=== design 1 ===
Figure 1. Sizing map (design 1).
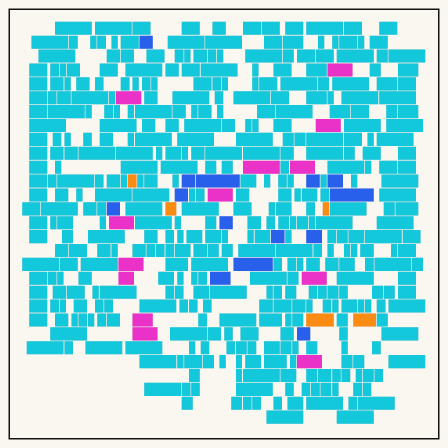

--- src/rtl/spi_frame_master_pkg.sv ---
// rtl/spi_frame_master_pkg.sv - frame constants, FSM state encoding and frame builder
// Shared by spi_frame_master, its clock divider and the bridge-side models.
// Frame layout, MSB first: {cmd[1:0], 5'b0, addr[16:0], data[7:0]}.
package spi_frame_master_pkg;

   localparam logic [1:0] CMD_READ  = 2'b10;
   localparam logic [1:0] CMD_WRITE = 2'b11;
   localparam int         PAD_W     = 5;
   localparam int         ADDR_W    = 17;
   localparam int         DATA_W    = 8;
   localparam int         FRAME_W   = 32;

   typedef enum logic [2:0] {
      ST_IDLE   = 3'd0,
      ST_SETUP  = 3'd1,
      ST_BIT_LO = 3'd2,
      ST_BIT_HI = 3'd3,
      ST_HOLD   = 3'd4,
      ST_GAP    = 3'd5
   } state_t;

   // Reads carry a zero data byte so the target never sees stale write data.
   function automatic logic [FRAME_W-1:0] build_frame(input logic              write,
                                                      input logic [ADDR_W-1:0] addr,
                                                      input logic [DATA_W-1:0] wdata);
      logic [1:0]        cmd;
      logic [DATA_W-1:0] data;
      cmd  = write ? CMD_WRITE : CMD_READ;
      data = write ? wdata : '0;
      return {cmd, {PAD_W{1'b0}}, addr, data};
   endfunction

endpackage

--- src/rtl/spi_frame_master_if.sv ---
// rtl/spi_frame_master_if.sv - request/read-return handshake and SPI pin bundle
// Signals: req_valid/req_ready/req_write/req_addr/req_wdata (request),
//          rd_valid/rd_data (read return), busy, sclk/csn/mosi/miso (SPI pins).
// master modport: the frame master's view. slave modport: host plus SPI target.
// Optional feature: SPI_FRAME_ABORT_EN adds the abort line (host -> master).
interface spi_frame_master_if;

   logic                                    req_valid;
   logic                                    req_ready;
   logic                                    req_write;
   logic [spi_frame_master_pkg::ADDR_W-1:0] req_addr;
   logic [spi_frame_master_pkg::DATA_W-1:0] req_wdata;
   logic                                    rd_valid;
   logic [spi_frame_master_pkg::DATA_W-1:0] rd_data;
   logic                                    busy;
   logic                                    sclk;
   logic                                    csn;
   logic                                    mosi;
   logic                                    miso;

`ifdef SPI_FRAME_ABORT_EN
   logic                                    abort;

   modport master (input  req_valid, req_write, req_addr, req_wdata, miso, abort,
                   output req_ready, rd_valid, rd_data, busy, sclk, csn, mosi);
   modport slave  (output req_valid, req_write, req_addr, req_wdata, miso, abort,
                   input  req_ready, rd_valid, rd_data, busy, sclk, csn, mosi);
`else
   modport master (input  req_valid, req_write, req_addr, req_wdata, miso,
                   output req_ready, rd_valid, rd_data, busy, sclk, csn, mosi);
   modport slave  (output req_valid, req_write, req_addr, req_wdata, miso,
                   input  req_ready, rd_valid, rd_data, busy, sclk, csn, mosi);
`endif

endinterface

--- src/rtl/spi_frame_master_clk_div.sv ---
// rtl/spi_frame_master_clk_div.sv - sclk phase counter with a one-cycle phase_end strobe
// Ports: clk, rstn (sync, active low), clr_i (hold counter at zero),
//        phase_end_o (high on the last clk cycle of every CLK_DIV-cycle phase).
module spi_frame_master_clk_div #(
   parameter int CLK_DIV = 4
) (
   input  logic clk,
   input  logic rstn,
   input  logic clr_i,
   output logic phase_end_o
);

   localparam int            CW   = (CLK_DIV > 1) ? $clog2(CLK_DIV) : 1;
   localparam logic [CW-1:0] LAST = CW'(CLK_DIV - 1);

   logic [CW-1:0] cnt_q, cnt_d;

   always_comb begin
      cnt_d = cnt_q + 1'b1;
      if (clr_i || (cnt_q == LAST)) begin
         cnt_d = '0;
      end
   end

   always_ff @(posedge clk) begin
      if (!rstn) begin
         cnt_q <= '0;
      end else begin
         cnt_q <= cnt_d;
      end
   end

   assign phase_end_o = !clr_i && (cnt_q == LAST);

endmodule

--- src/rtl/spi_frame_master.sv ---
// rtl/spi_frame_master.sv - SPI mode-0 initiator for 32-bit SRAM bridge frames
// Ports: clk, rstn (sync, active low), bus (spi_frame_master_if.master):
//        request in, one-cycle read return out, busy, sclk/csn/mosi out, miso in.
// Optional feature: SPI_FRAME_ABORT_EN adds bus.abort, which drops an active frame.
// All pin outputs are registered from the next state so they line up with the FSM.
module spi_frame_master
   import spi_frame_master_pkg::*;
#(
   parameter int CLK_DIV  = 4,
   parameter int CS_SETUP = 10,
   parameter int CS_HOLD  = 20,
   parameter int CS_GAP   = 4
) (
   input  logic               clk,
   input  logic               rstn,
   spi_frame_master_if.master bus
);

   localparam int               CNT_W    = 16;
   // SETUP runs one cycle longer than CS_SETUP: that cycle absorbs the accept latency.
   localparam logic [CNT_W-1:0] SETUP_LD = CNT_W'(CS_SETUP);
   localparam logic [CNT_W-1:0] HOLD_LD  = CNT_W'(CS_HOLD - 1);
   localparam logic [CNT_W-1:0] GAP_LD   = CNT_W'(CS_GAP - 1);

   state_t              state_q, state_d;
   logic [FRAME_W-1:0]  frame_q, frame_d;
   logic                wr_q, wr_d;
   logic [5:0]          bit_q, bit_d;
   logic [CNT_W-1:0]    cnt_q, cnt_d;
   logic [DATA_W-1:0]   rx_q, rx_d;
   logic                rd_done, abort_hit, phase_end, in_bits, active;
   logic                csn_q, csn_d, sclk_q, sclk_d, mosi_q, mosi_d;
   logic                req_ready_q, req_ready_d, busy_q, busy_d, rd_valid_q, rd_valid_d;
   logic [DATA_W-1:0]   rd_data_q, rd_data_d;

   assign in_bits = (state_q == ST_BIT_LO) || (state_q == ST_BIT_HI);
   assign active  = (state_q == ST_SETUP) || in_bits || (state_q == ST_HOLD);

   spi_frame_master_clk_div #(.CLK_DIV(CLK_DIV)) u_clk_div (
      .clk         (clk),
      .rstn        (rstn),
      .clr_i       (!in_bits),
      .phase_end_o (phase_end)
   );

`ifdef SPI_FRAME_ABORT_EN
   assign abort_hit = bus.abort && active;
`else
   assign abort_hit = 1'b0;
`endif

   // State and datapath registers
   always_ff @(posedge clk) begin
      if (!rstn) begin
         state_q     <= ST_IDLE;
         frame_q     <= '0;
         wr_q        <= 1'b0;
         bit_q       <= '0;
         cnt_q       <= '0;
         rx_q        <= '0;
         csn_q       <= 1'b1;
         sclk_q      <= 1'b0;
         mosi_q      <= 1'b0;
         req_ready_q <= 1'b1;
         busy_q      <= 1'b0;
         rd_valid_q  <= 1'b0;
         rd_data_q   <= '0;
      end else begin
         state_q     <= state_d;
         frame_q     <= frame_d;
         wr_q        <= wr_d;
         bit_q       <= bit_d;
         cnt_q       <= cnt_d;
         rx_q        <= rx_d;
         csn_q       <= csn_d;
         sclk_q      <= sclk_d;
         mosi_q      <= mosi_d;
         req_ready_q <= req_ready_d;
         busy_q      <= busy_d;
         rd_valid_q  <= rd_valid_d;
         rd_data_q   <= rd_data_d;
      end
   end

   // Next-state and datapath update
   always_comb begin
      state_d = state_q;
      frame_d = frame_q;
      wr_d    = wr_q;
      bit_d   = bit_q;
      cnt_d   = cnt_q;
      rx_d    = rx_q;
      rd_done = 1'b0;
      case (state_q)
         ST_IDLE: begin
            if (bus.req_valid) begin
               state_d = ST_SETUP;
               frame_d = build_frame(bus.req_write, bus.req_addr, bus.req_wdata);
               wr_d    = bus.req_write;
               bit_d   = 6'd31;
               cnt_d   = SETUP_LD;
            end
         end
         ST_SETUP: begin
            if (cnt_q == '0) begin
               state_d = ST_BIT_LO;
            end else begin
               cnt_d = cnt_q - 1'b1;
            end
         end
         ST_BIT_LO: begin
            // This edge raises sclk, so it is also the miso sample point.
            if (phase_end) begin
               state_d = ST_BIT_HI;
               rx_d    = {rx_q[DATA_W-2:0], bus.miso};
            end
         end
         ST_BIT_HI: begin
            if (phase_end) begin
               frame_d = frame_q << 1;
               if (bit_q == 6'd0) begin
                  state_d = ST_HOLD;
                  cnt_d   = HOLD_LD;
               end else begin
                  state_d = ST_BIT_LO;
                  bit_d   = bit_q - 1'b1;
               end
            end
         end
         ST_HOLD: begin
            if (cnt_q == '0) begin
               state_d = ST_GAP;
               cnt_d   = GAP_LD;
               rd_done = !wr_q;
            end else begin
               cnt_d = cnt_q - 1'b1;
            end
         end
         ST_GAP: begin
            if (cnt_q == '0) begin
               state_d = ST_IDLE;
            end else begin
               cnt_d = cnt_q - 1'b1;
            end
         end
         default: state_d = ST_IDLE;
      endcase
      if (abort_hit) begin
         state_d = ST_GAP;
         cnt_d   = GAP_LD;
         rd_done = 1'b0;
      end
   end

   // Output decode from the next state
   always_comb begin
      csn_d       = !((state_d == ST_SETUP) || (state_d == ST_BIT_LO) ||
                      (state_d == ST_BIT_HI) || (state_d == ST_HOLD));
      sclk_d      = (state_d == ST_BIT_HI);
      mosi_d      = ((state_d == ST_BIT_LO) || (state_d == ST_BIT_HI)) && frame_d[FRAME_W-1];
      req_ready_d = (state_d == ST_IDLE);
      busy_d      = (state_d != ST_IDLE);
      rd_valid_d  = rd_done;
      rd_data_d   = rd_done ? rx_d : rd_data_q;
   end

   assign bus.csn       = csn_q;
   assign bus.sclk      = sclk_q;
   assign bus.mosi      = mosi_q;
   assign bus.req_ready = req_ready_q;
   assign bus.busy      = busy_q;
   assign bus.rd_valid  = rd_valid_q;
   assign bus.rd_data   = rd_data_q;

endmodule

--- src/flat_wrapper.sv ---
// flat-port wrapper written by rule: the top's interface ports become plain ports
module spi_frame_master_flat import spi_frame_master_pkg::*;
#(
   parameter int CLK_DIV  = 4,
   parameter int CS_SETUP = 10,
   parameter int CS_HOLD  = 20,
   parameter int CS_GAP   = 4
)
  (clk, rstn, bus_req_valid, bus_req_write, bus_req_addr, bus_req_wdata, bus_miso, bus_req_ready, bus_rd_valid, bus_rd_data, bus_busy, bus_sclk, bus_csn, bus_mosi);
  spi_frame_master_if bus_i ();
  input  logic clk;
  input  logic rstn;
  input wire logic [$bits(bus_i.req_valid)-1:0] bus_req_valid;
  input wire logic [$bits(bus_i.req_write)-1:0] bus_req_write;
  input wire logic [$bits(bus_i.req_addr)-1:0] bus_req_addr;
  input wire logic [$bits(bus_i.req_wdata)-1:0] bus_req_wdata;
  input wire logic [$bits(bus_i.miso)-1:0] bus_miso;
  output wire logic [$bits(bus_i.req_ready)-1:0] bus_req_ready;
  output wire logic [$bits(bus_i.rd_valid)-1:0] bus_rd_valid;
  output wire logic [$bits(bus_i.rd_data)-1:0] bus_rd_data;
  output wire logic [$bits(bus_i.busy)-1:0] bus_busy;
  output wire logic [$bits(bus_i.sclk)-1:0] bus_sclk;
  output wire logic [$bits(bus_i.csn)-1:0] bus_csn;
  output wire logic [$bits(bus_i.mosi)-1:0] bus_mosi;
  assign bus_i.req_valid = bus_req_valid;
  assign bus_i.req_write = bus_req_write;
  assign bus_i.req_addr = bus_req_addr;
  assign bus_i.req_wdata = bus_req_wdata;
  assign bus_i.miso = bus_miso;
  assign bus_req_ready = bus_i.req_ready;
  assign bus_rd_valid = bus_i.rd_valid;
  assign bus_rd_data = bus_i.rd_data;
  assign bus_busy = bus_i.busy;
  assign bus_sclk = bus_i.sclk;
  assign bus_csn = bus_i.csn;
  assign bus_mosi = bus_i.mosi;
  spi_frame_master #(.CLK_DIV(CLK_DIV), .CS_SETUP(CS_SETUP), .CS_HOLD(CS_HOLD), .CS_GAP(CS_GAP)) u_core (.clk(clk), .rstn(rstn), .bus(bus_i));
endmodule
--- config.mk ---
export PLATFORM = sky130hd
export DESIGN_NAME = spi_frame_master_flat
export DESIGN_NICKNAME = d
export VERILOG_FILES = /design/src/rtl/spi_frame_master_pkg.sv /design/src/rtl/spi_frame_master_if.sv /design/src/rtl/spi_frame_master_clk_div.sv /design/src/rtl/spi_frame_master.sv /design/src/flat_wrapper.sv
export SDC_FILE = /design/constraint.sdc
export NUM_CORES = 1
export LEC_CHECK = 0
export CORE_MARGIN = 2
export CORE_UTILIZATION = 55
export CTS_CLUSTER_SIZE = 28
export DETAILED_ROUTE_END_ITERATION = 10
export PLACE_DENSITY = 0.79
export SLEW_MARGIN = 20
export SYNTH_ARGS = -nofsm -noshare
export SYNTH_HDL_FRONTEND = slang
export SYNTH_SLANG_ARGS = --single-unit
--- constraint.sdc ---
create_clock -name clk -period 2.8 [get_ports clk]
set_input_delay 0.28 -clock clk [delete_from_list [all_inputs] [get_ports clk]]
set_output_delay 0.28 -clock clk [all_outputs]
set_load 0.01 [all_outputs]
=== design 2 ===
--- src/rtl/button_pkg.sv ---
// Shared types and board defaults for push-button conditioning; no logic, no latency.
// Width helper sizes counters so they hold their terminal value without wrapping.
package button_pkg;

   typedef enum logic [1:0] {
      RELEASED  = 2'd0,
      HOLD_WAIT = 2'd1,
      REPEATING = 2'd2
   } rep_state_t;

   localparam int BTN_DEBOUNCE_DEFAULT     = 65536;
   localparam int BTN_REPEAT_DELAY_DEFAULT = 12_500_000;
   localparam int BTN_REPEAT_RATE_DEFAULT  = 2_500_000;

   function automatic int cnt_width(input int n);
      return (n < 1) ? 1 : $clog2(n + 1);
   endfunction

endpackage

--- src/rtl/debounce_core.sv ---
// Synchronizer + debounce: btn_state/btn_down/btn_up change DEBOUNCE_CYCLES+1 edges after a clean change is sampled.
// No backpressure; press_evt/release_evt flag the acceptance one cycle early so the repeat FSM can align with btn_down/btn_up.
module debounce_core
   import button_pkg::*;
#(
   parameter int DEBOUNCE_CYCLES = BTN_DEBOUNCE_DEFAULT,
   parameter bit ACTIVE_LOW      = 1'b0
) (
   input  logic clk,
   input  logic rst,
   input  logic btn_in,
   output logic btn_state,
   output logic btn_down,
   output logic btn_up,
   output logic press_evt,
   output logic release_evt
);

   localparam int             DW    = cnt_width(DEBOUNCE_CYCLES);
   localparam logic [DW-1:0]  DTERM = DW'(DEBOUNCE_CYCLES - 1);

   logic          s1;
   logic          s2;
   logic [DW-1:0] dcnt;
   logic          accept;

   assign accept      = (s2 != btn_state) && (dcnt == DTERM);
   assign press_evt   = accept && !btn_state;
   assign release_evt = accept && btn_state;

   always_ff @(posedge clk) begin
      if (rst) begin
         s1        <= 1'b0;
         s2        <= 1'b0;
         dcnt      <= '0;
         btn_state <= 1'b0;
         btn_down  <= 1'b0;
         btn_up    <= 1'b0;
      end else begin
         s1       <= btn_in ^ ACTIVE_LOW;
         s2       <= s1;
         btn_down <= press_evt;
         btn_up   <= release_evt;
         // Any return to the accepted level throws away the partial count.
         if (s2 == btn_state) begin
            dcnt <= '0;
         end else if (accept) begin
            dcnt      <= '0;
            btn_state <= ~btn_state;
         end else begin
            dcnt <= dcnt + DW'(1);
         end
      end
   end

endmodule

--- src/rtl/button_event_gen.sv ---
// Button events: debounced level, press/release pulses and auto-repeat train; repeat pulse aligned with btn_down.
// No backpressure; release always beats a coincident repeat terminal count.
module button_event_gen
   import button_pkg::*;
#(
   parameter int DEBOUNCE_CYCLES = BTN_DEBOUNCE_DEFAULT,
   parameter int REPEAT_DELAY    = BTN_REPEAT_DELAY_DEFAULT,
   parameter int REPEAT_RATE     = BTN_REPEAT_RATE_DEFAULT,
   parameter bit REPEAT_EN       = 1'b1,
   parameter bit ACTIVE_LOW      = 1'b0
) (
   input  logic clk,
   input  logic rst,
   input  logic btn_in,
   output logic btn_state,
   output logic btn_down,
   output logic btn_up,
   output logic btn_repeat,
   output logic btn_held_long
);

   localparam int            RMAX       = (REPEAT_DELAY > REPEAT_RATE) ? REPEAT_DELAY : REPEAT_RATE;
   localparam int            RW         = cnt_width(RMAX);
   localparam logic [RW-1:0] DELAY_TERM = RW'(REPEAT_DELAY - 1);
   localparam logic [RW-1:0] RATE_TERM  = RW'(REPEAT_RATE - 1);

   rep_state_t    state;
   rep_state_t    state_nxt;
   logic [RW-1:0] rcnt;
   logic [RW-1:0] rcnt_nxt;
   logic          repeat_nxt;
   logic          press_evt;
   logic          release_evt;

   debounce_core #(
      .DEBOUNCE_CYCLES(DEBOUNCE_CYCLES),
      .ACTIVE_LOW     (ACTIVE_LOW)
   ) u_debounce (
      .clk        (clk),
      .rst        (rst),
      .btn_in     (btn_in),
      .btn_state  (btn_state),
      .btn_down   (btn_down),
      .btn_up     (btn_up),
      .press_evt  (press_evt),
      .release_evt(release_evt)
   );

   always_ff @(posedge clk) begin
      if (rst) begin
         state      <= RELEASED;
         rcnt       <= '0;
         btn_repeat <= 1'b0;
      end else begin
         state      <= state_nxt;
         rcnt       <= rcnt_nxt;
         btn_repeat <= repeat_nxt;
      end
   end

   always_comb begin
      state_nxt = state;
      case (state)
         RELEASED:  if (press_evt) state_nxt = HOLD_WAIT;
         HOLD_WAIT: begin
            if (release_evt)                            state_nxt = RELEASED;
            else if (REPEAT_EN && (rcnt == DELAY_TERM)) state_nxt = REPEATING;
         end
         REPEATING: if (release_evt) state_nxt = RELEASED;
         default:   state_nxt = RELEASED;
      endcase
   end

   // Computes next-cycle values of the registered repeat pulse and its counter.
   always_comb begin
      repeat_nxt = 1'b0;
      rcnt_nxt   = rcnt;
      case (state)
         RELEASED: begin
            rcnt_nxt   = '0;
            repeat_nxt = press_evt;
         end
         HOLD_WAIT: begin
            if (release_evt || !REPEAT_EN) begin
               rcnt_nxt = '0;
            end else if (rcnt == DELAY_TERM) begin
               rcnt_nxt   = '0;
               repeat_nxt = 1'b1;
            end else begin
               rcnt_nxt = rcnt + RW'(1);
            end
         end
         REPEATING: begin
            if (release_evt) begin
               rcnt_nxt = '0;
            end else if (rcnt == RATE_TERM) begin
               rcnt_nxt   = '0;
               repeat_nxt = 1'b1;
            end else begin
               rcnt_nxt = rcnt + RW'(1);
            end
         end
         default: rcnt_nxt = '0;
      endcase
   end

   assign btn_held_long = (state == REPEATING);

endmodule

--- config.mk ---
export PLATFORM = sky130hd
export DESIGN_NAME = button_event_gen
export DESIGN_NICKNAME = d
export VERILOG_FILES = /design/src/rtl/button_pkg.sv /design/src/rtl/debounce_core.sv /design/src/rtl/button_event_gen.sv
export SDC_FILE = /design/constraint.sdc
export NUM_CORES = 1
export LEC_CHECK = 0
export CAP_MARGIN = 40
export CORE_UTILIZATION = 40
export CTS_CLUSTER_DIAMETER = 150
export DETAILED_ROUTE_END_ITERATION = 8
export HOLD_SLACK_MARGIN = 0.15
export PLACE_DENSITY = 0.6
export SYNTH_ARGS = -nofsm -noshare
export SYNTH_HDL_FRONTEND = slang
export SYNTH_SLANG_ARGS = --single-unit
--- constraint.sdc ---
create_clock -name clk -period 2.33 [get_ports clk]
set_input_delay 0.5825 -clock clk [delete_from_list [all_inputs] [get_ports clk]]
set_output_delay 0.5825 -clock clk [all_outputs]
set_load 0.01 [all_outputs]
Figure 2. Layout detail (design 1).
Window x 53 to 73, y 53 to 73 um. Cells in grey, sequential cells in the stronger grey; small squares are vias.
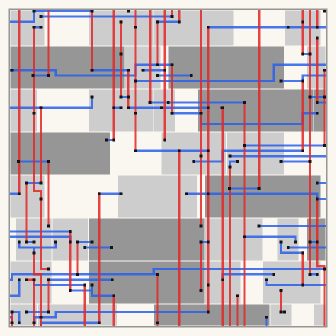
Key: red = M2; blue = M1
Most frequent: dfxtp_1 (8), and2_1 (5), mux2i_1 (4). Sequential cells in the window: 8. 29 logic cells have their middle in the window. Netlist names of flops here include u_core.rx_q (4), u_core.bus.rd_data (3).

Notes on Figure 1 above:
Key: magenta = x6 and larger [cells 13, share 3.0%]; cyan = x1 and smaller [cells 402, share 93%]; orange = x2 [cells 5, share 1.2%]; blue = x3 and x4 [cells 14, share 3.2%]
Design Area, Final: 4202 um2
area grow syn2layout: 19.89%
Final Worst Setup Slack: 364.4 ps
bufs w/o clock: 51

==> impl_metrics.ini, design 1 <==
; flow metrics
[outcome]
outcome = complete, no violations

[power_and_ir_drop]
seq_power_share_pct = 40.7
power_w = 0.003975
p_switching_w = 0.001582
swShare_pct = 39.80
p_leak_nw = 1.600
clockPowerShare_pct = 20.3

[hold_path]
holdPathEnd = u_core.u_clk_div.cnt_q[0]$_SDFF_PP0_
hp-start = u_core.u_clk_div.cnt_q[0]$_SDFF_PP0_
hold_depth = 1

[logic_synthesis]
yosys-top-cells-count = dfxtp_1, a21oi_1, nand2_1
synth_top_cell_by_count = dfxtp_1
syn_area_um2 = 3505
synth_flops = 82
logic_family = simple AND/OR/NAND/NOR gates
ys_seq_share_pct = 46.84
ys_types = 54
ys_cells = 392

[grt]
grt.overflow.total = 0
grt_pass1_wl_mm = 12.60

[clocking]
path_clk_slew_ps = 90
cts_tree = yes
h-tree-depth = 3

[floorplan]
die-width_um = 83.83
fp.coreArea_um2 = 6241
ios = 44
rows = 29

[sta]
max_freq_mhz = 410.6
fin_worst_skew_ps = 15.55
drv_slew = 0

[final_layout]
buffer_area_share_pct = 11.97
design.seq.count = 82
final_cell_mix = dfxtp_1, a21oi_1, clkdlybuf4s50_1
reg_top3 = u_core.frame_q (32), u_core.cnt_q (16)
clockNetworkAreaShare_pct = 4.467
fin_cells = 511
inverters_excl_clock = 9

[placed_design]
place_area_um2 = 4014
gp_congestion = 0.8431
place_ws_ps = 443.0
dp_hpwl_mm = 4.998

[critical_path]
cp-end-kind = register

[detailed_routing]
drt_wl_total_mm = 7.306
==> design 1: worst max-delay path: cells and delay by family, from the launching register on <==
family	cells	cell delay (ps)
compound gates	3	1060
fa+ha+maj	1	140
buf+inv	1	110
flops	1	350
simple gates	2	700
==> design 1: metal layers <==
metal  global-route usage [%]  routed length, um  vias to the layer above  part of all wire (%)
met5                        0                  0                        -                     0
met4                    8.358                 97                        0                   1.3
met3                    3.660                319                        9                   4.4
met2                    37.31               3527                       81                    48
met1                    27.04               3362                     1394                    46
li1                         -                  -                     1494                     -
Figure 3. Register map, names as in the netlist (design 2).
Bar = 20 um.
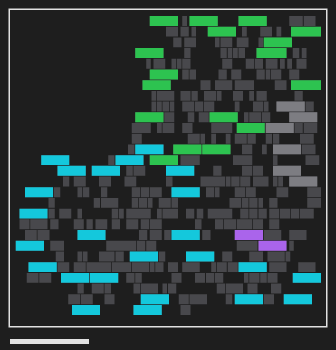
Key: purple = state [sequential cells 2]; cyan = rcnt [sequential cells 24]; green = u_debounce.dcnt [sequential cells 17]
Another 6 sequential cells are not coloured.
post-layout util: 48.29%
Seq power: 0.000860 W

Figure 4. Sizing map (design 2).
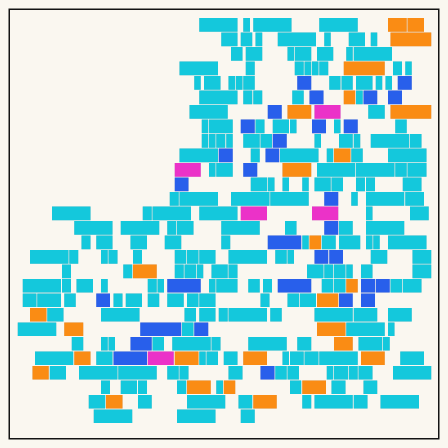
Key: blue = x3 and x4 [cells 31, share 11%]; orange = x2 [cells 27, share 9.2%]; magenta = x6 and larger [cells 5, share 1.7%]; cyan = x1 and smaller [cells 232, share 79%]
area grow syn2layout: 16.58%
Design Area, Final: 2859 um2

==> impl_metrics.ini, design 2 <==
; flow metrics
[outcome]
outcome = complete, no violations

[floorplan]
chip_area_um2 = 6448
die_y_um = 80.30
die-width_um = 80.30

[logic_synthesis]
synthCells = 266
compound_area_share_pct = 14.64
synth_area_leader_cell = dfxtp_1
adder_share_pct = 3.571
synth_top_cell_by_count = dfxtp_1

[hold_path]
hp-start = u_debounce.s1$_SDFF_PP0_
hold_path_class = reg2reg

[sta]
drv_slew = 0
post-route-min-period_ps = 2174

[placed_design]
place_inst = 355
gp_congestion = 0.7912
numPortBuffers = 7

[grt]
top_usage_layer = met2
use_met3_pct = 3.864

[final_layout]
fill_cells = 569
buffer_area_share_pct = 8.490
fin_cells = 370

[detailed_routing]
wl_met3_um = 162
m1WireLength_mm = 2.504
drt_wl_total_mm = 4.955
top_layer = met4

[power_and_ir_drop]
seq_power_share_pct = 55.4
swShare_pct = 26.07
p_switching_w = 0.0004045
p_int_w = 0.001147

[clocking]
cts_tree = yes
cts_root_buf = clkbuf_8
clock_sinks = 49
clock_path_buffers = 2
worstSkewPairLatency_ps = 310

[critical_path]
cpPeakStageDelay_ps = 350
==> design 2: stage by stage <==
| step | hold slack (ps) | cell area (um2) |
|---|---|---|
| floorplan | 413.8 | 2452 |
| global placement | 428.4 | 2675 |
| detailed placement | 426.4 | 2675 |
| CTS | 462.7 | 2763 |
| global route | 490.7 | 2859 |
| finish | 458.6 | 2859 |
==> design 2: critical path: cells and delay by family (launching register included) <==
kind / cells / cell delay [ps]
fa+ha+maj: 1 / 270
compound gates: 2 / 510
simple gates: 6 / 780
flops: 1 / 350
buf+inv: 1 / 170

## Gallery

Placement density heat map.
The die is cut into 8 by 8 equal tiles; white is low, dark blue is high, 0 to 100% covered.
(a)
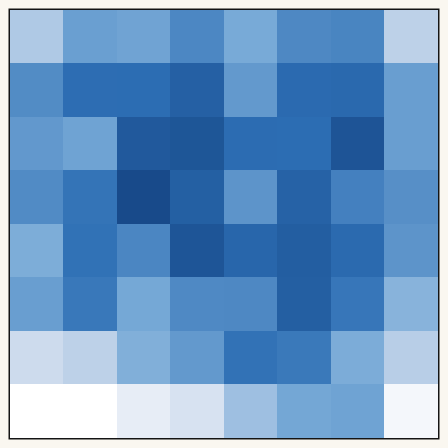
(b)
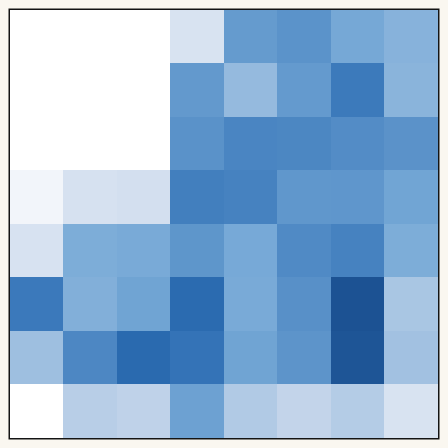
design 1 -> (a)
design 2 -> (b)
- highest utilization: (a)

Key to (b):
The mean over all tiles is 43%. 16% of the tiles are nearly empty. The emptiest ninth of the die: north-west. The fullest tile reaches 86%. 6.2% of the tiles are over 75% full.


=== design 3 ===
--- src/rtl/fb_port_arbiter.sv ---
// Frame-buffer port arbiter: display reads always win, drawing (pixel RMW, fill) uses idle cycles.
// Ports: clk/rst_n, disp_* read path, wr_* pixel write, clr_* fill, ram_* single RAM port.
module fb_port_arbiter (
  input  logic        clk,
  input  logic        rst_n,
  input  logic        disp_req,
  input  logic [10:0] disp_addr,
  output logic [7:0]  disp_data,
  input  logic        wr_req,
  input  logic [6:0]  wr_x,
  input  logic [6:0]  wr_y,
  input  logic        wr_val,
  output logic        wr_ack,
  input  logic        clr_req,
  input  logic        clr_val,
  output logic        clr_busy,
  output logic        clr_done,
  output logic [10:0] ram_addr,
  output logic        ram_we,
  output logic [7:0]  ram_din,
  input  logic [7:0]  ram_dout
);

  typedef enum logic [2:0] {
    IDLE, RD, CAP, WR, CLR
  } state_t;

  state_t      state, state_n;
  logic [6:0]  lx, ly;
  logic        lval, clr_v;
  logic [7:0]  byte_q, cap_byte;
  logic [10:0] cnt, pix_addr, fsm_addr;
  logic [7:0]  fsm_din;
  logic        fsm_we, accept_clr, accept_wr;

  assign pix_addr  = {ly, lx[6:3]};
  assign disp_data = ram_dout;

  always_comb begin
    cap_byte = ram_dout;
    cap_byte[lx[2:0]] = lval;
  end

  always_comb begin
    state_n    = state;
    fsm_addr   = '0;
    fsm_we     = 1'b0;
    fsm_din    = '0;
    accept_clr = 1'b0;
    accept_wr  = 1'b0;
    unique case (state)
      IDLE: begin
        if (clr_req) begin
          accept_clr = 1'b1;
          state_n    = CLR;
        end else if (wr_req && !wr_ack) begin
          // wr_ack high means the requester is still dropping wr_req
          accept_wr = 1'b1;
          state_n   = RD;
        end
      end
      RD: begin
        fsm_addr = pix_addr;
        if (!disp_req) state_n = CAP;
      end
      // read data belongs to RD's read, so never stalls
      CAP: state_n = WR;
      WR: begin
        fsm_addr = pix_addr;
        fsm_we   = 1'b1;
        fsm_din  = byte_q;
        if (!disp_req) state_n = IDLE;
      end
      CLR: begin
        fsm_addr = cnt;
        fsm_we   = 1'b1;
        fsm_din  = {8{clr_v}};
        if (!disp_req && cnt == 11'h7FF)
          state_n = IDLE;
      end
      default: state_n = IDLE;
    endcase
  end

  always_comb begin
    ram_addr = fsm_addr;
    ram_we   = fsm_we;
    ram_din  = fsm_din;
    if (disp_req) begin
      ram_addr = disp_addr;
      ram_we   = 1'b0;
      ram_din  = '0;
    end
  end

  always_ff @(posedge clk or negedge rst_n) begin
    if (!rst_n) begin
      state    <= IDLE;
      lx       <= '0;
      ly       <= '0;
      lval     <= 1'b0;
      clr_v    <= 1'b0;
      byte_q   <= '0;
      cnt      <= '0;
      wr_ack   <= 1'b0;
      clr_busy <= 1'b0;
      clr_done <= 1'b0;
    end else begin
      state <= state_n;
      if (accept_clr) begin
        clr_v <= clr_val;
        cnt   <= '0;
      end else if (state == CLR && !disp_req) begin
        cnt <= cnt + 11'd1;
      end
      if (accept_wr) begin
        lx   <= wr_x;
        ly   <= wr_y;
        lval <= wr_val;
      end
      if (state == CAP) byte_q <= cap_byte;
      wr_ack   <= (state == WR) && !disp_req;
      clr_done <= (state == CLR) && !disp_req
                  && (cnt == 11'h7FF);
      clr_busy <= (state_n == CLR);
    end
  end

endmodule
--- config.mk ---
export PLATFORM = sky130hd
export DESIGN_NAME = fb_port_arbiter
export DESIGN_NICKNAME = d
export VERILOG_FILES = /design/src/rtl/fb_port_arbiter.sv
export SDC_FILE = /design/constraint.sdc
export NUM_CORES = 1
export LEC_CHECK = 0
export ABC_AREA = 1
export CAP_MARGIN = 20
export CORE_MARGIN = 3
export CORE_UTILIZATION = 47
export CTS_CLUSTER_SIZE = 8
export DETAILED_ROUTE_END_ITERATION = 10
export GPL_TIMING_DRIVEN = 0
export PLACE_DENSITY_LB_ADDON = 0.2
export SYNTH_ARGS = -nofsm -noshare
export SYNTH_HDL_FRONTEND = slang
export SYNTH_SLANG_ARGS = --single-unit
--- constraint.sdc ---
create_clock -name clk -period 1.5 [get_ports clk]
set_input_delay 0.3 -clock clk [delete_from_list [all_inputs] [get_ports clk]]
set_output_delay 0.3 -clock clk [all_outputs]
set_load 0.02 [all_outputs]
=== design 4 ===
--- src/rtl/hazard_pkg.sv ---
// Shared definitions for the hazard/scoreboard unit and its M-op sequencer.
//   seq_state_e     : sequencer state encoding (IDLE/BUSY/DONE)
//   DEF_LAT_LO/HI   : default M-op latencies for funct3[1] = 0 / 1
//   FUNCT3_HI_BIT   : funct3 bit that selects the long latency
package hazard_pkg;

    typedef enum logic [1:0] {
        SEQ_IDLE = 2'd0,
        SEQ_BUSY = 2'd1,
        SEQ_DONE = 2'd2
    } seq_state_e;

    localparam int DEF_LAT_LO    = 6;
    localparam int DEF_LAT_HI    = 7;
    localparam int FUNCT3_HI_BIT = 1;

    // Counter width able to hold every value up to the longest latency.
    function automatic int seq_cnt_width(input int lat_hi);
        return $clog2(lat_hi + 1);
    endfunction

endpackage

--- src/rtl/mul_sequencer.sv ---
// Multi-cycle M-extension sequencer: FSM plus cycle counter.
//
// state | meaning
// IDLE  | no M-op in flight; start_i launches one
// BUSY  | counting, cnt runs 1 .. lat-1
// DONE  | result ready; leaves when done_o fires
//
// Ports:
//   clk_i, rst_i   : clock, synchronous active-high reset
//   start_i        : launch an M-op (only honoured in IDLE)
//   lat_sel_i      : 0 = LAT_LO, 1 = LAT_HI
//   wb_busy_i      : writeback port taken (holds DONE when non-blocking)
//   busy_o         : state != IDLE
//   counting_o     : state == BUSY
//   done_o         : one-cycle result/writeback pulse
module mul_sequencer
    import hazard_pkg::*;
#(
    parameter int LAT_LO   = DEF_LAT_LO,
    parameter int LAT_HI   = DEF_LAT_HI,
    parameter int BLOCKING = 1
) (
    input  logic clk_i,
    input  logic rst_i,
    input  logic start_i,
    input  logic lat_sel_i,
    input  logic wb_busy_i,
    output logic busy_o,
    output logic counting_o,
    output logic done_o
);

    localparam int CW = seq_cnt_width(LAT_HI);
    localparam logic [CW-1:0] LAT_LO_C = CW'(LAT_LO);
    localparam logic [CW-1:0] LAT_HI_C = CW'(LAT_HI);
    localparam logic [CW-1:0] ONE_C    = CW'(1);

    seq_state_e    state_q;
    logic [CW-1:0] cnt_q;
    logic [CW-1:0] lat_q;
    logic          release_ok;

    // A blocking M-op owns the writeback slot because the front end is frozen.
    assign release_ok = (BLOCKING != 0) || !wb_busy_i;

    always_ff @(posedge clk_i) begin
        if (rst_i) begin
            state_q <= SEQ_IDLE;
            cnt_q   <= '0;
            lat_q   <= LAT_LO_C;
        end else begin
            case (state_q)
                SEQ_IDLE: begin
                    if (start_i) begin
                        state_q <= SEQ_BUSY;
                        cnt_q   <= ONE_C;
                        lat_q   <= lat_sel_i ? LAT_HI_C : LAT_LO_C;
                    end
                end
                SEQ_BUSY: begin
                    // >= rather than == keeps the counter bounded even for lat = 1
                    if (cnt_q >= lat_q - ONE_C) begin
                        state_q <= SEQ_DONE;
                    end else begin
                        cnt_q <= cnt_q + ONE_C;
                    end
                end
                SEQ_DONE: begin
                    if (release_ok) begin
                        state_q <= SEQ_IDLE;
                        cnt_q   <= '0;
                    end
                end
                default: begin
                    state_q <= SEQ_IDLE;
                    cnt_q   <= '0;
                end
            endcase
        end
    end

    assign busy_o     = (state_q != SEQ_IDLE);
    assign counting_o = (state_q == SEQ_BUSY);
    assign done_o     = (state_q == SEQ_DONE) && release_ok;

endmodule

--- src/rtl/hazard_scoreboard_unit.sv ---
// Stall / bubble / flush control for the RV32IM pipeline, with per-register
// write tracking for non-blocking M-ops and an internal M-op sequencer.
//
// Ports:
//   clk_i, rst_i                      : clock, synchronous active-high reset
//   ifid_rs1_i/rs2_i, ifid_use_rs*_i  : ID sources and their use bits
//   ifid_rd_i, ifid_regwrite_i        : ID destination (WAW check)
//   ifid_branch_i, ifid_jalr_i        : ID instruction resolves in ID
//   idex_*_i                          : EX-stage instruction info
//   exmem_memread_i, exmem_rd_i       : MEM-stage load info
//   wb_busy_i                         : writeback port in use
//   resolve_valid_i, predicted_i, taken_i : ID branch resolution
//   pc_write_o, ifid_write_o, idex_write_o : stage enables
//   bubble_ex_o, bubble_mem_o, flush_if_o  : NOP insertion / IF kill
//   mul_busy_o, mul_done_o            : sequencer status / result pulse
//   pending_o                         : scoreboard (bit 0 always 0)
module hazard_scoreboard_unit
    import hazard_pkg::*;
#(
    parameter int NREGS    = 32,
    parameter int RAW      = $clog2(NREGS),
    parameter int LAT_LO   = DEF_LAT_LO,
    parameter int LAT_HI   = DEF_LAT_HI,
    parameter int BLOCKING = 1
) (
    input  logic             clk_i,
    input  logic             rst_i,
    input  logic [RAW-1:0]   ifid_rs1_i,
    input  logic [RAW-1:0]   ifid_rs2_i,
    input  logic             ifid_use_rs1_i,
    input  logic             ifid_use_rs2_i,
    input  logic [RAW-1:0]   ifid_rd_i,
    input  logic             ifid_regwrite_i,
    input  logic             ifid_branch_i,
    input  logic             ifid_jalr_i,
    input  logic             idex_regwrite_i,
    input  logic             idex_memread_i,
    input  logic             idex_mul_i,
    input  logic [RAW-1:0]   idex_rd_i,
    input  logic [2:0]       idex_funct3_i,
    input  logic             exmem_memread_i,
    input  logic [RAW-1:0]   exmem_rd_i,
    input  logic             wb_busy_i,
    input  logic             resolve_valid_i,
    input  logic             predicted_i,
    input  logic             taken_i,
    output logic             pc_write_o,
    output logic             ifid_write_o,
    output logic             idex_write_o,
    output logic             bubble_ex_o,
    output logic             bubble_mem_o,
    output logic             flush_if_o,
    output logic             mul_busy_o,
    output logic             mul_done_o,
    output logic [NREGS-1:0] pending_o
);

    logic [NREGS-1:0] pending_q;
    logic [NREGS-1:0] pending_d;
    logic [RAW-1:0]   mul_rd_q;

    logic seq_busy;
    logic seq_counting;
    logic seq_done;
    logic start;
    logic p1_struct;
    logic p2_branch;
    logic p3_load_use;
    logic p4_scoreboard;
    logic [2:0] funct3_unused;

    // Only the latency-select bit of funct3 matters here.
    assign funct3_unused = idex_funct3_i;

    // A source hits rd when rd is a real register, indices match and the
    // source is actually read.
    function automatic logic src_hit(input logic [RAW-1:0] rd,
                                     input logic [RAW-1:0] rs1,
                                     input logic           use1,
                                     input logic [RAW-1:0] rs2,
                                     input logic           use2);
        return (rd != '0) && ((use1 && (rs1 == rd)) || (use2 && (rs2 == rd)));
    endfunction

    // An M-op can only launch from IDLE, so start and DONE->IDLE never collide.
    assign start = idex_mul_i && !seq_busy;

    mul_sequencer #(
        .LAT_LO   (LAT_LO),
        .LAT_HI   (LAT_HI),
        .BLOCKING (BLOCKING)
    ) u_mul_sequencer (
        .clk_i      (clk_i),
        .rst_i      (rst_i),
        .start_i    (start),
        .lat_sel_i  (idex_funct3_i[FUNCT3_HI_BIT]),
        .wb_busy_i  (wb_busy_i),
        .busy_o     (seq_busy),
        .counting_o (seq_counting),
        .done_o     (seq_done)
    );

    always_comb begin
        // Blocking: freeze from the start cycle through the last BUSY cycle.
        // Non-blocking: only a second M-op arriving while one is in flight stalls.
        if (BLOCKING != 0) begin
            p1_struct = start || seq_counting;
        end else begin
            p1_struct = idex_mul_i && seq_busy;
        end

        p2_branch = (ifid_branch_i || ifid_jalr_i) &&
                    ((idex_regwrite_i && src_hit(idex_rd_i, ifid_rs1_i, ifid_use_rs1_i,
                                                 ifid_rs2_i, ifid_use_rs2_i)) ||
                     (exmem_memread_i && src_hit(exmem_rd_i, ifid_rs1_i, ifid_use_rs1_i,
                                                 ifid_rs2_i, ifid_use_rs2_i)));

        p3_load_use = idex_memread_i &&
                      src_hit(idex_rd_i, ifid_rs1_i, ifid_use_rs1_i,
                              ifid_rs2_i, ifid_use_rs2_i);

        p4_scoreboard = (ifid_use_rs1_i && pending_q[ifid_rs1_i]) ||
                        (ifid_use_rs2_i && pending_q[ifid_rs2_i]) ||
                        (ifid_regwrite_i && pending_q[ifid_rd_i]);
    end

    always_comb begin
        pc_write_o   = 1'b1;
        ifid_write_o = 1'b1;
        idex_write_o = 1'b1;
        bubble_ex_o  = 1'b0;
        bubble_mem_o = 1'b0;
        flush_if_o   = 1'b0;
        mul_busy_o   = seq_busy;
        mul_done_o   = seq_done;
        pending_o    = pending_q;

        if (p1_struct) begin
            pc_write_o   = 1'b0;
            ifid_write_o = 1'b0;
            idex_write_o = 1'b0;
            bubble_mem_o = 1'b1;
        end else if (p2_branch || p3_load_use || p4_scoreboard) begin
            pc_write_o   = 1'b0;
            ifid_write_o = 1'b0;
            bubble_ex_o  = 1'b1;
        end else begin
            flush_if_o = resolve_valid_i && (predicted_i ^ taken_i);
        end

        // A non-blocking M-op leaves the pipe into the sequencer.
        if ((BLOCKING == 0) && start) begin
            bubble_mem_o = 1'b1;
        end

        if (rst_i) begin
            pc_write_o   = 1'b1;
            ifid_write_o = 1'b1;
            idex_write_o = 1'b1;
            bubble_ex_o  = 1'b0;
            bubble_mem_o = 1'b0;
            flush_if_o   = 1'b0;
            mul_busy_o   = 1'b0;
            mul_done_o   = 1'b0;
            pending_o    = '0;
        end
    end

    // Clear on the writeback pulse takes effect next cycle, so an ID read of
    // that register in the mul_done cycle is still stalled.
    always_comb begin
        pending_d = pending_q;
        if (BLOCKING == 0) begin
            if (seq_done) begin
                pending_d[mul_rd_q] = 1'b0;
            end
            if (start && (idex_rd_i != '0)) begin
                pending_d[idex_rd_i] = 1'b1;
            end
        end
        pending_d[0] = 1'b0;
    end

    always_ff @(posedge clk_i) begin
        if (rst_i) begin
            pending_q <= '0;
            mul_rd_q  <= '0;
        end else begin
            pending_q <= pending_d;
            if (start) begin
                mul_rd_q <= idex_rd_i;
            end
        end
    end

endmodule

--- config.mk ---
export PLATFORM = sky130hd
export DESIGN_NAME = hazard_scoreboard_unit
export DESIGN_NICKNAME = d
export VERILOG_FILES = /design/src/rtl/hazard_pkg.sv /design/src/rtl/mul_sequencer.sv /design/src/rtl/hazard_scoreboard_unit.sv
export SDC_FILE = /design/constraint.sdc
export NUM_CORES = 1
export LEC_CHECK = 0
export ABC_AREA = 1
export CORE_UTILIZATION = 34
export CTS_BUF_LIST = sky130_fd_sc_hd__clkbuf_4 sky130_fd_sc_hd__clkbuf_8 sky130_fd_sc_hd__clkbuf_16
export CTS_CLUSTER_DIAMETER = 40
export DETAILED_ROUTE_END_ITERATION = 8
export PLACE_DENSITY = 0.81
export SKIP_LAST_GASP = 1
export SLEW_MARGIN = 10
export SYNTH_ARGS = -nofsm -noshare
export SYNTH_HDL_FRONTEND = slang
export SYNTH_SLANG_ARGS = --single-unit
--- constraint.sdc ---
create_clock -name clk_i -period 1.74 [get_ports clk_i]
set_input_delay 0.261 -clock clk_i [delete_from_list [all_inputs] [get_ports clk_i]]
set_output_delay 0.261 -clock clk_i [all_outputs]
set_load 0.005 [all_outputs]
=== design 5 ===
**src/rtl/mem_arb_pkg.sv**
```systemverilog
// Shared types and limits for the unified-memory port arbiter.
package mem_arb_pkg;

   typedef enum logic {ARB_IDLE, ARB_WAIT} arb_state_t;
   typedef enum logic {OWN_IF, OWN_LS} arb_owner_t;

   localparam int MEM_LAT_MAX = 7;

endpackage

```
**src/rtl/mem_port_arbiter.sv**
```systemverilog
// Request/grant/response arbiter sharing one single-port memory between fetch and load/store.
// Define MEM_PORT_ARB_PERF_EN to add saturating per-requester stall counters.
module mem_port_arbiter
   import mem_arb_pkg::*;
#(
   parameter int ADDR_W  = 32,
   parameter int DATA_W  = 32,
   parameter int MEM_LAT = 1
) (
   input  logic                clk,
   input  logic                rst,
   input  logic                if_req,
   input  logic [ADDR_W-1:0]   if_addr,
   output logic                if_gnt,
   output logic                if_rvalid,
   output logic [DATA_W-1:0]   if_rdata,
   input  logic                ls_req,
   input  logic                ls_we,
   input  logic [ADDR_W-1:0]   ls_addr,
   input  logic [DATA_W-1:0]   ls_wdata,
   input  logic [DATA_W/8-1:0] ls_be,
   output logic                ls_gnt,
   output logic                ls_rvalid,
   output logic [DATA_W-1:0]   ls_rdata,
   output logic                mem_en,
   output logic                mem_we,
   output logic [ADDR_W-1:0]   mem_addr,
   output logic [DATA_W-1:0]   mem_wdata,
   output logic [DATA_W/8-1:0] mem_be,
   input  logic [DATA_W-1:0]   mem_rdata
`ifdef MEM_PORT_ARB_PERF_EN
   ,
   output logic [31:0]         if_stall_cnt,
   output logic [31:0]         ls_stall_cnt
`endif
);

   localparam int LAT_W = $clog2(MEM_LAT + 1);
   localparam logic [LAT_W-1:0] LAT_INIT = LAT_W'(MEM_LAT - 1);

   arb_state_t       state_q, state_d;
   arb_owner_t       owner_q, owner_d;
   logic [LAT_W-1:0] lat_cnt_q, lat_cnt_d;
   logic             last_ls_q, last_ls_d;

   logic grant_if, grant_ls, grant_read, resp;

   // Grants only in IDLE and never while reset is asserted; ties alternate via last_ls.
   always_comb begin
      grant_if = 1'b0;
      grant_ls = 1'b0;
      if (!rst && state_q == ARB_IDLE) begin
         grant_if = if_req && (!ls_req || last_ls_q);
         grant_ls = ls_req && (!if_req || !last_ls_q);
      end
   end

   assign grant_read = grant_if || (grant_ls && !ls_we);
   assign resp       = !rst && state_q == ARB_WAIT && lat_cnt_q == '0;

   always_ff @(posedge clk) begin
      if (rst) begin
         state_q   <= ARB_IDLE;
         owner_q   <= OWN_IF;
         lat_cnt_q <= '0;
         last_ls_q <= 1'b0;
      end else begin
         state_q   <= state_d;
         owner_q   <= owner_d;
         lat_cnt_q <= lat_cnt_d;
         last_ls_q <= last_ls_d;
      end
   end

   always_comb begin
      state_d   = state_q;
      owner_d   = owner_q;
      lat_cnt_d = lat_cnt_q;
      last_ls_d = last_ls_q;
      case (state_q)
         ARB_IDLE: begin
            if (grant_if || grant_ls) begin
               last_ls_d = grant_ls;
            end
            if (grant_read) begin
               state_d   = ARB_WAIT;
               lat_cnt_d = LAT_INIT;
               owner_d   = grant_ls ? OWN_LS : OWN_IF;
            end
         end
         ARB_WAIT: begin
            if (lat_cnt_q == '0) begin
               state_d = ARB_IDLE;
            end else begin
               lat_cnt_d = lat_cnt_q - 1'b1;
            end
         end
         default: state_d = ARB_IDLE;
      endcase
   end

   always_comb begin
      if_gnt    = grant_if;
      ls_gnt    = grant_ls;
      mem_en    = grant_if || grant_ls;
      mem_we    = 1'b0;
      mem_addr  = if_addr;
      mem_wdata = '0;
      mem_be    = '1;
      if (grant_ls) begin
         mem_we    = ls_we;
         mem_addr  = ls_addr;
         mem_wdata = ls_wdata;
         mem_be    = ls_be;
      end
      if_rvalid = resp && owner_q == OWN_IF;
      ls_rvalid = resp && owner_q == OWN_LS;
   end

   assign if_rdata = mem_rdata;
   assign ls_rdata = mem_rdata;

`ifdef MEM_PORT_ARB_PERF_EN
   logic [1:0]  stall_inc;
   logic [31:0] stall_cnt [2];

   assign stall_inc = {ls_req && !ls_gnt, if_req && !if_gnt};

   generate
      for (genvar gi = 0; gi < 2; gi++) begin : g_stall
         logic [31:0] cnt_q;
         always_ff @(posedge clk) begin
            if (rst) begin
               cnt_q <= '0;
            end else if (stall_inc[gi] && cnt_q != 32'hFFFF_FFFF) begin
               cnt_q <= cnt_q + 32'd1;
            end
         end
         assign stall_cnt[gi] = cnt_q;
      end
   endgenerate

   assign if_stall_cnt = stall_cnt[0];
   assign ls_stall_cnt = stall_cnt[1];
`endif

endmodule

```
**config.mk**
```make
export PLATFORM = sky130hd
export DESIGN_NAME = mem_port_arbiter
export DESIGN_NICKNAME = d
export VERILOG_FILES = /design/src/rtl/mem_arb_pkg.sv /design/src/rtl/mem_port_arbiter.sv
export SDC_FILE = /design/constraint.sdc
export NUM_CORES = 1
export LEC_CHECK = 0
export CORE_AREA = 2 2 107 109
export CTS_BUF_LIST = sky130_fd_sc_hd__clkbuf_2 sky130_fd_sc_hd__clkbuf_4 sky130_fd_sc_hd__clkbuf_8
export CTS_CLUSTER_DIAMETER = 200
export DETAILED_ROUTE_END_ITERATION = 7
export DIE_AREA = 0 0 109 111
export PLACE_DENSITY = 0.62
export SLEW_MARGIN = 15
export SYNTH_ARGS = -nofsm -noshare
export SYNTH_HDL_FRONTEND = slang
export SYNTH_SLANG_ARGS = --single-unit
```
**constraint.sdc**
```tcl
create_clock -name clk -period 1.5 [get_ports clk]
set_input_delay 0.3 -clock clk [delete_from_list [all_inputs] [get_ports clk]]
set_output_delay 0.3 -clock clk [all_outputs]
set_load 0.02 [all_outputs]
```
Figure 5. Layout detail (design 3).
Window x 47 to 67, y 47 to 67 um. Cells in grey, sequential cells in the stronger grey; small squares are vias.
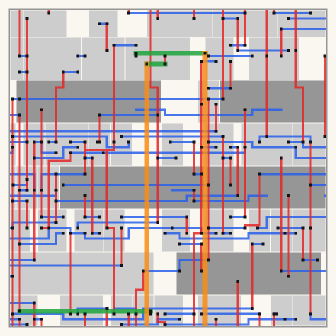
Key: orange = M4; blue = M1; red = M2; green = M3
Sequential cells in the window: 5. Most frequent: nand2_1 (9), o21ai_0 (7). Netlist names of flops here include byte_q (5). 44 logic cells have their middle in the window.

==> impl_metrics.ini, design 3 <==
; flow metrics
[placed_design]
place_ws_ps = -1048
gp_congestion = 0.8934

[logic_synthesis]
synth_flops = 41
syn_area_um2 = 2262
synth.avg_cell_area_um2 = 7.642
synth_area_leader_cell = dfrtp_1
ff_type = dfrtp_1
synth_top_cell_by_count = nand2_1
ys_chip_area_um2 = 2262
synth.top_cell.area_share_pct = 45.35
synthCells = 296
ys_cells = 296

[critical_path]
r2r_end = cnt[5]$_DFFE_PN0P_
cp.depth = 7
worstSetupPathType = reg2out
startpoint_type = register
worstPathArrival_ps = 1540
cp_num_buf_inv = 4

[floorplan]
ios = 71
die_y_um = 75.38
chip_area_um2 = 5681
die-width_um = 75.38
fp_util_pct = 50.22

[final_layout]
fin_cells = 448
comb_share_pct = 31.06
design.seq.count = 41
num-nonclk-buffers = 109
areaGrowthSynthToFinish_pct = 53.32
utilization_pct = 77.00
seq_share_pct = 29.65
num_antenna_cells = 0
logic_area_um2 = 1077
flop_area_um2 = 1028
lay_top_count = nand2_1
clockNetworkAreaShare_pct = 3.463

[outcome]
violations = setup timing
outcome = finished, violations left

[clocking]
post-cts-setup-buffers = 9
cts_tree = yes
clock_sinks = 41
cts_root_buf = clkbuf_8
path_clk_slew_ps = 80
ctsHoldBuffers = 1

[sta]
fin_worst_skew_ps = 6.905
drv_slew = 0
finalSetupViolCount = 20
timing.final.ws_setup_ps = -337.8
post-route-period-util_pct = 122.5
finalHoldViolCount = 0
worst_slew_pin_slew_ps = 454.6
rsz0062_at_grt = yes

[power_and_ir_drop]
p_leak_nw = 1.709
power.density_nw_per_um2 = 1447
p_switching_w = 0.001963
peakVddDrop_mv = 0.7773
p_seq_w = 0.00174
pg_clk_w = 0.000963
p_int_w = 0.003057

[detailed_routing]
dr_wl_met2_mm = 3.117
vias = 2344
wl_per_cell_um = 14.78
m1WireLength_mm = 2.913

[grt]
grt_max_degree = 27
grt_pass1_vias = 2119

[hold_path]
hold_path_class = in2async
design 3: registers in the layout, indices dropped and copies added, names as in the netlist:
| name | cells |
|---|---|
| ly | 7 |
| byte_q | 8 |
| clr_busy | 1 |
| clr_v | 1 |
| clr_done | 1 |
| wr_ack | 1 |
| state | 3 |
| cnt | 11 |
| lx | 7 |
| lval | 1 |
design 3: cell families after synthesis:
kind of cell / share of synthesized area [%]
buffers and inverters: 12.00
AND-OR/OR-AND: 14.33
flip-flops: 45.35
AND/OR/NAND/NOR: 27.77
adder cells (fa/ha/maj): 0.5530
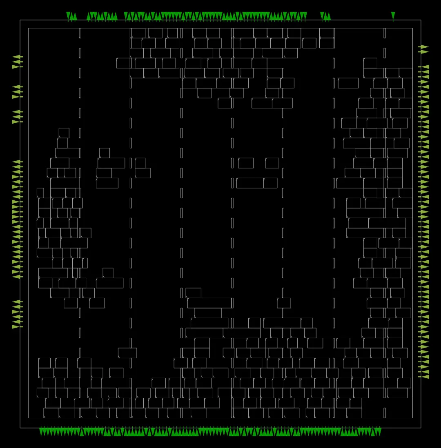
Figure 6: design 5, cell placement.
core area: 11,080 um2
Core Rows: 39
# fillers: 1,152

Figure 7. Placed cells, one colour a class (design 5).
Bar = 20 um. Fill, decap, tap and diode cells in grey.
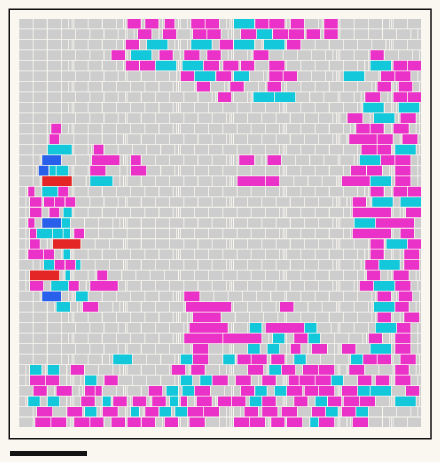
Key: magenta = remaining buffers and delay cells [cells 219, share of their area 70%]; red = registers [cells 3, share of their area 1.8%]; cyan = remaining logic cells [cells 85, share of their area 27%]; blue = clock drivers and dummy loads [cells 4, share of their area 1.4%]
post-layout util: 32.82%
flop share of the area: 1.721%
Design Area, Final: 3636 um2

==> impl_metrics.ini, design 5 <==
; flow metrics
[outcome]
outcome = finished, violations left
violations = setup timing

[critical_path]
cp-startpoint = state_q$_SDFF_PP0_
worstSetupPathType = reg2out
r2r_end = state_q$_SDFF_PP0_
worstPathArrival_ps = 1690
cp-end-kind = primary output

[logic_synthesis]
edf_count = 0
synthArstFlopShare_pct = 0
ys_types = 20
synth_area_leader_cell = buf_4
compound_area_share_pct = 2.377
syn_area_um2 = 1421
ff_type = dfxtp_1
ys_cells = 159
syn_nets = 296

[detailed_routing]
ant_nets = 0
drc = 0
m1WireLength_mm = 2.306

[hold_path]
hold_path_class = in2reg

[final_layout]
buffer_area_share_pct = 66.45
design.seq.count = 3
comb_share_pct = 25.02
logic_gates = 83
areaGrowthSynthToFinish_pct = 155.8
num_antenna_cells = 0
logic_area_um2 = 909.6
layout-drive-gt1-share_pct = 62.38

[floorplan]
die-width_um = 109
chip_area_um2 = 12100

[grt]
use_met3_pct = 2.646
grt_pass1_vias = 1625
grt.overflow.total = 0
grt_pass1_wl_mm = 9.204

[sta]
timing.final.ws_setup_ps = -491.3
rsz0062_at_grt = yes
post-route-min-period_ps = 1991
finalSetupViolCount = 72

[power_and_ir_drop]
power.density_nw_per_um2 = 437.1
p_seq_w = 0.0000939
pg_clk_w = 0.000259
swShare_pct = 31.00

[placed_design]
dp_hpwl_mm = 4.703

[clocking]
clock_path_buffers = 2
[design 5: critical path, cell delays in order, from the launching register on]
cell,delay [ps]
dfxtp_2,330
nor2_4,110
nand3_4,90
buf_12,150
buf_12,130
buf_16,130
buf_6,110
mux2_4,290
buf_6,130
[design 5: flip-flops by register name, indices dropped and copies added (netlist names)]
signal and count:
owner_q 1, last_ls_q 1, state_q 1
[design 5: stage by stage]
step / setup TNS [ps] / utilization [%]
after global placement: -60920 / 26.75
after global routing: -29010 / 32.82
after floorplan: 0 / -
after detailed placement: -63320 / 26.75
final: -25940 / 32.82
after CTS: -29370 / 31.88
Figure 8. Placement density heat map (design 4).
The die is cut into 12 by 12 equal tiles; white is low, dark blue is high, 0 to 100% covered.
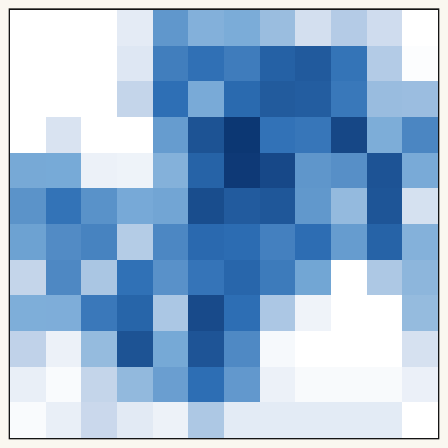
The densest ninth of the die: centre. The fullest tile reaches 97%. 18% of the tiles are over 75% full.
Core Util at FP: 35.57%
post-layout util: 49.18%
core area: 3053 um2

Figure 9. Sizing map (design 4).
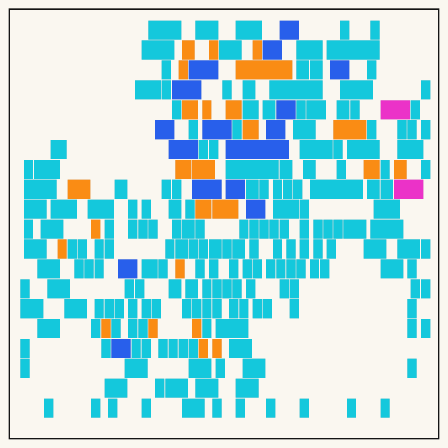
Key: cyan = x1 and smaller [cells 205, share 83%]; blue = x3 and x4 [cells 16, share 6.5%]; magenta = x6 and larger [cells 2, share 0.81%]; orange = x2 [cells 25, share 10%]
Design Area, Final: 1501 um2
area grow syn2layout: 38.25%
Final Worst Setup Slack: 113.5 ps

==> impl_metrics.ini, design 4 <==
; flow metrics
[clocking]
clock_path_buffers = 2
ctsHoldBuffers = 0
path_clk_slew_ps = 40
clock_sinks = 6
post-cts-setup-buffers = 0

[detailed_routing]
drc = 0
drt_iter0_markers = 37
dr_wl_met2_mm = 1.133
top_layer = met4
m1WireLength_mm = 1.134

[final_layout]
num_antenna_cells = 0
nets = 296
buffer_area_share_pct = 29.25
inverters_excl_clock = 30
lay_top_count = nand2_1
design.seq.count = 6

[grt]
grt_max_degree = 7
use_met1_pct = 18.91
gr-usage-met2_pct = 26.44
top_usage_layer = met2
antenna_found_initial = 0
grt_pass1_wl_mm = 3.953

[critical_path]
crit_end = ifid_write_o
critPathRequiredTime_ps = 1480
worstSetupPathType = in2out
path_delay_family = simple AND/OR/NAND/NOR gates
cp_slowest_cell = dlygate4sd2_1
crit_top_cell = nand2_1
reg2reg_from = u_mul_sequencer.lat_q[0]$_SDFFE_PP0P_
cp-startpoint = idex_rd_i[0]
cp-end-kind = primary output

[power_and_ir_drop]
combinationalPowerShare_pct = 49.4
pg_clk_w = 0.000129

[floorplan]
die-width_um = 58.52
chip_area_um2 = 3424
die_y_um = 58.52
rows = 20
num_tap_cells = 44

[logic_synthesis]
ff_type = dfxtp_1
synthArstFlopShare_pct = 0
synth_area_leader_cell = nand2_1
ys_seq_share_pct = 11.06
synth_top_cell_by_count = nand2_1
ys_chip_area_um2 = 1086
topCellsByArea = nand2_1, buf_4, dfxtp_1, nor2_1, inv_1

[placed_design]
place_area_um2 = 1473
dp_hpwl_mm = 2.080

[sta]
max_freq_mhz = 614.8
fin_worst_skew_ps = 0.1612

[hold_path]
hold_path_class = reg2reg

[outcome]
outcome = complete, no violations

[flow_run]
warnings = 36
maxCapViolations = 0
## design 4: cell families (layout without fill, tap and decap cells)
kind of cell | Yosys count | after routing | share of synthesized area (%)
and+or+nand+nor | 112 | 112 | 44.47
buffers and inverters | 63 | 81 | 33.18
adders and majority gates | 3 | 3 | 3.457
xor gates and xnor gates | 1 | 1 | 0.8066
AOI/OAI and AO/OA | 13 | 13 | 6.681
other | 1 | 32 | 0.3453
DFF | 6 | 6 | 11.06
## design 4: sequential cells by signal, indices dropped and copies added, names as in the netlist
signal                   flops
u_mul_sequencer.cnt_q        3
u_mul_sequencer.lat_q        1
u_mul_sequencer.state_q      2


==> gallery <==
Pin placement.
Bar = 20 um. Pins as bars across the die edge, other pins in grey.
Plate I
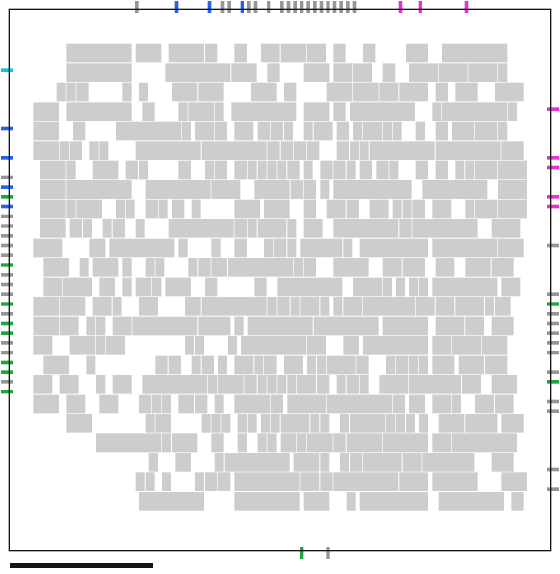
Plate II
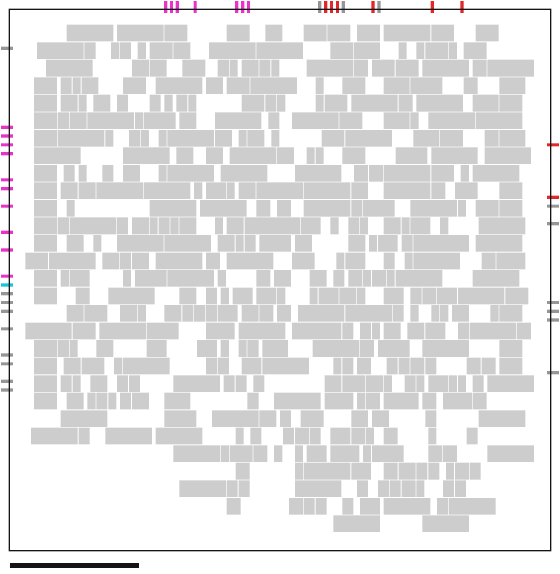
Plate III
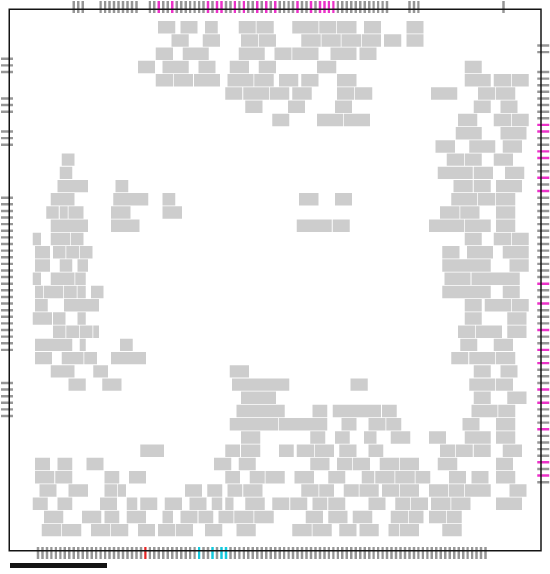
Plate IV
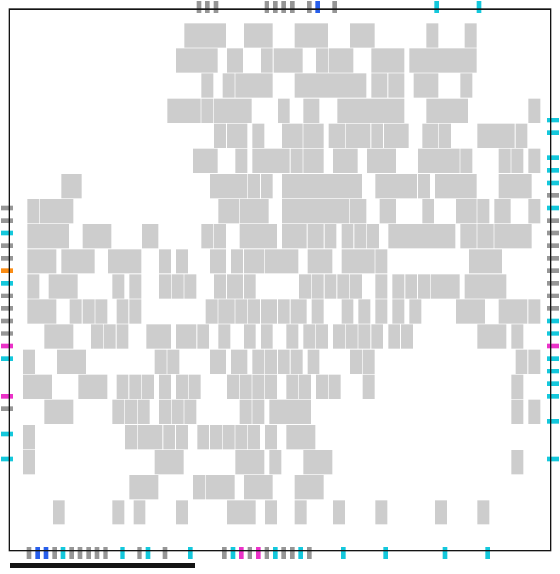
Design 1 is Plate II.
Design 5 is Plate III.
Design 3 is Plate I.
Design 4 is Plate IV.
Of these, fewest pins: Plate II
Of these, most pins: Plate III


==> gallery <==
Cell placement.
image #1
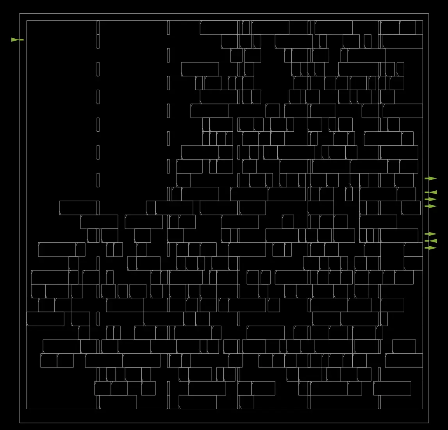
image #2
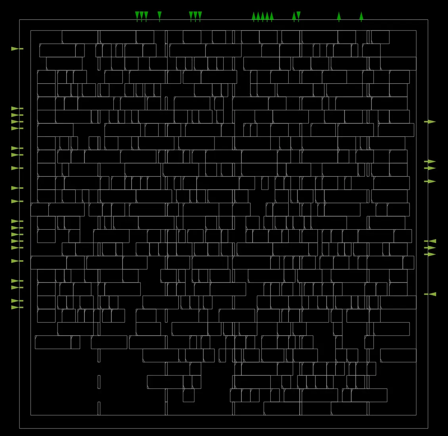
image #3
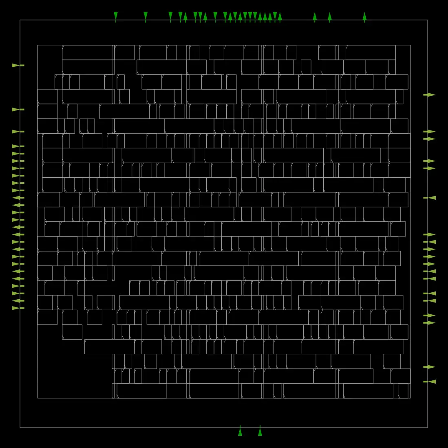
image #4
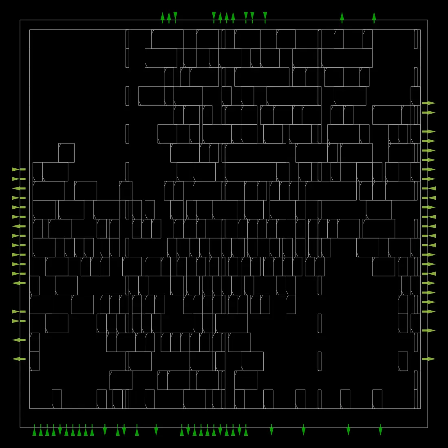
- design 4 = image #4
- design 1 = image #2
- design 2 = image #1
- design 3 = image #3
- fewest cells: image #4
- most sequential cells: image #2

Power and IR drop assume default switching activity.
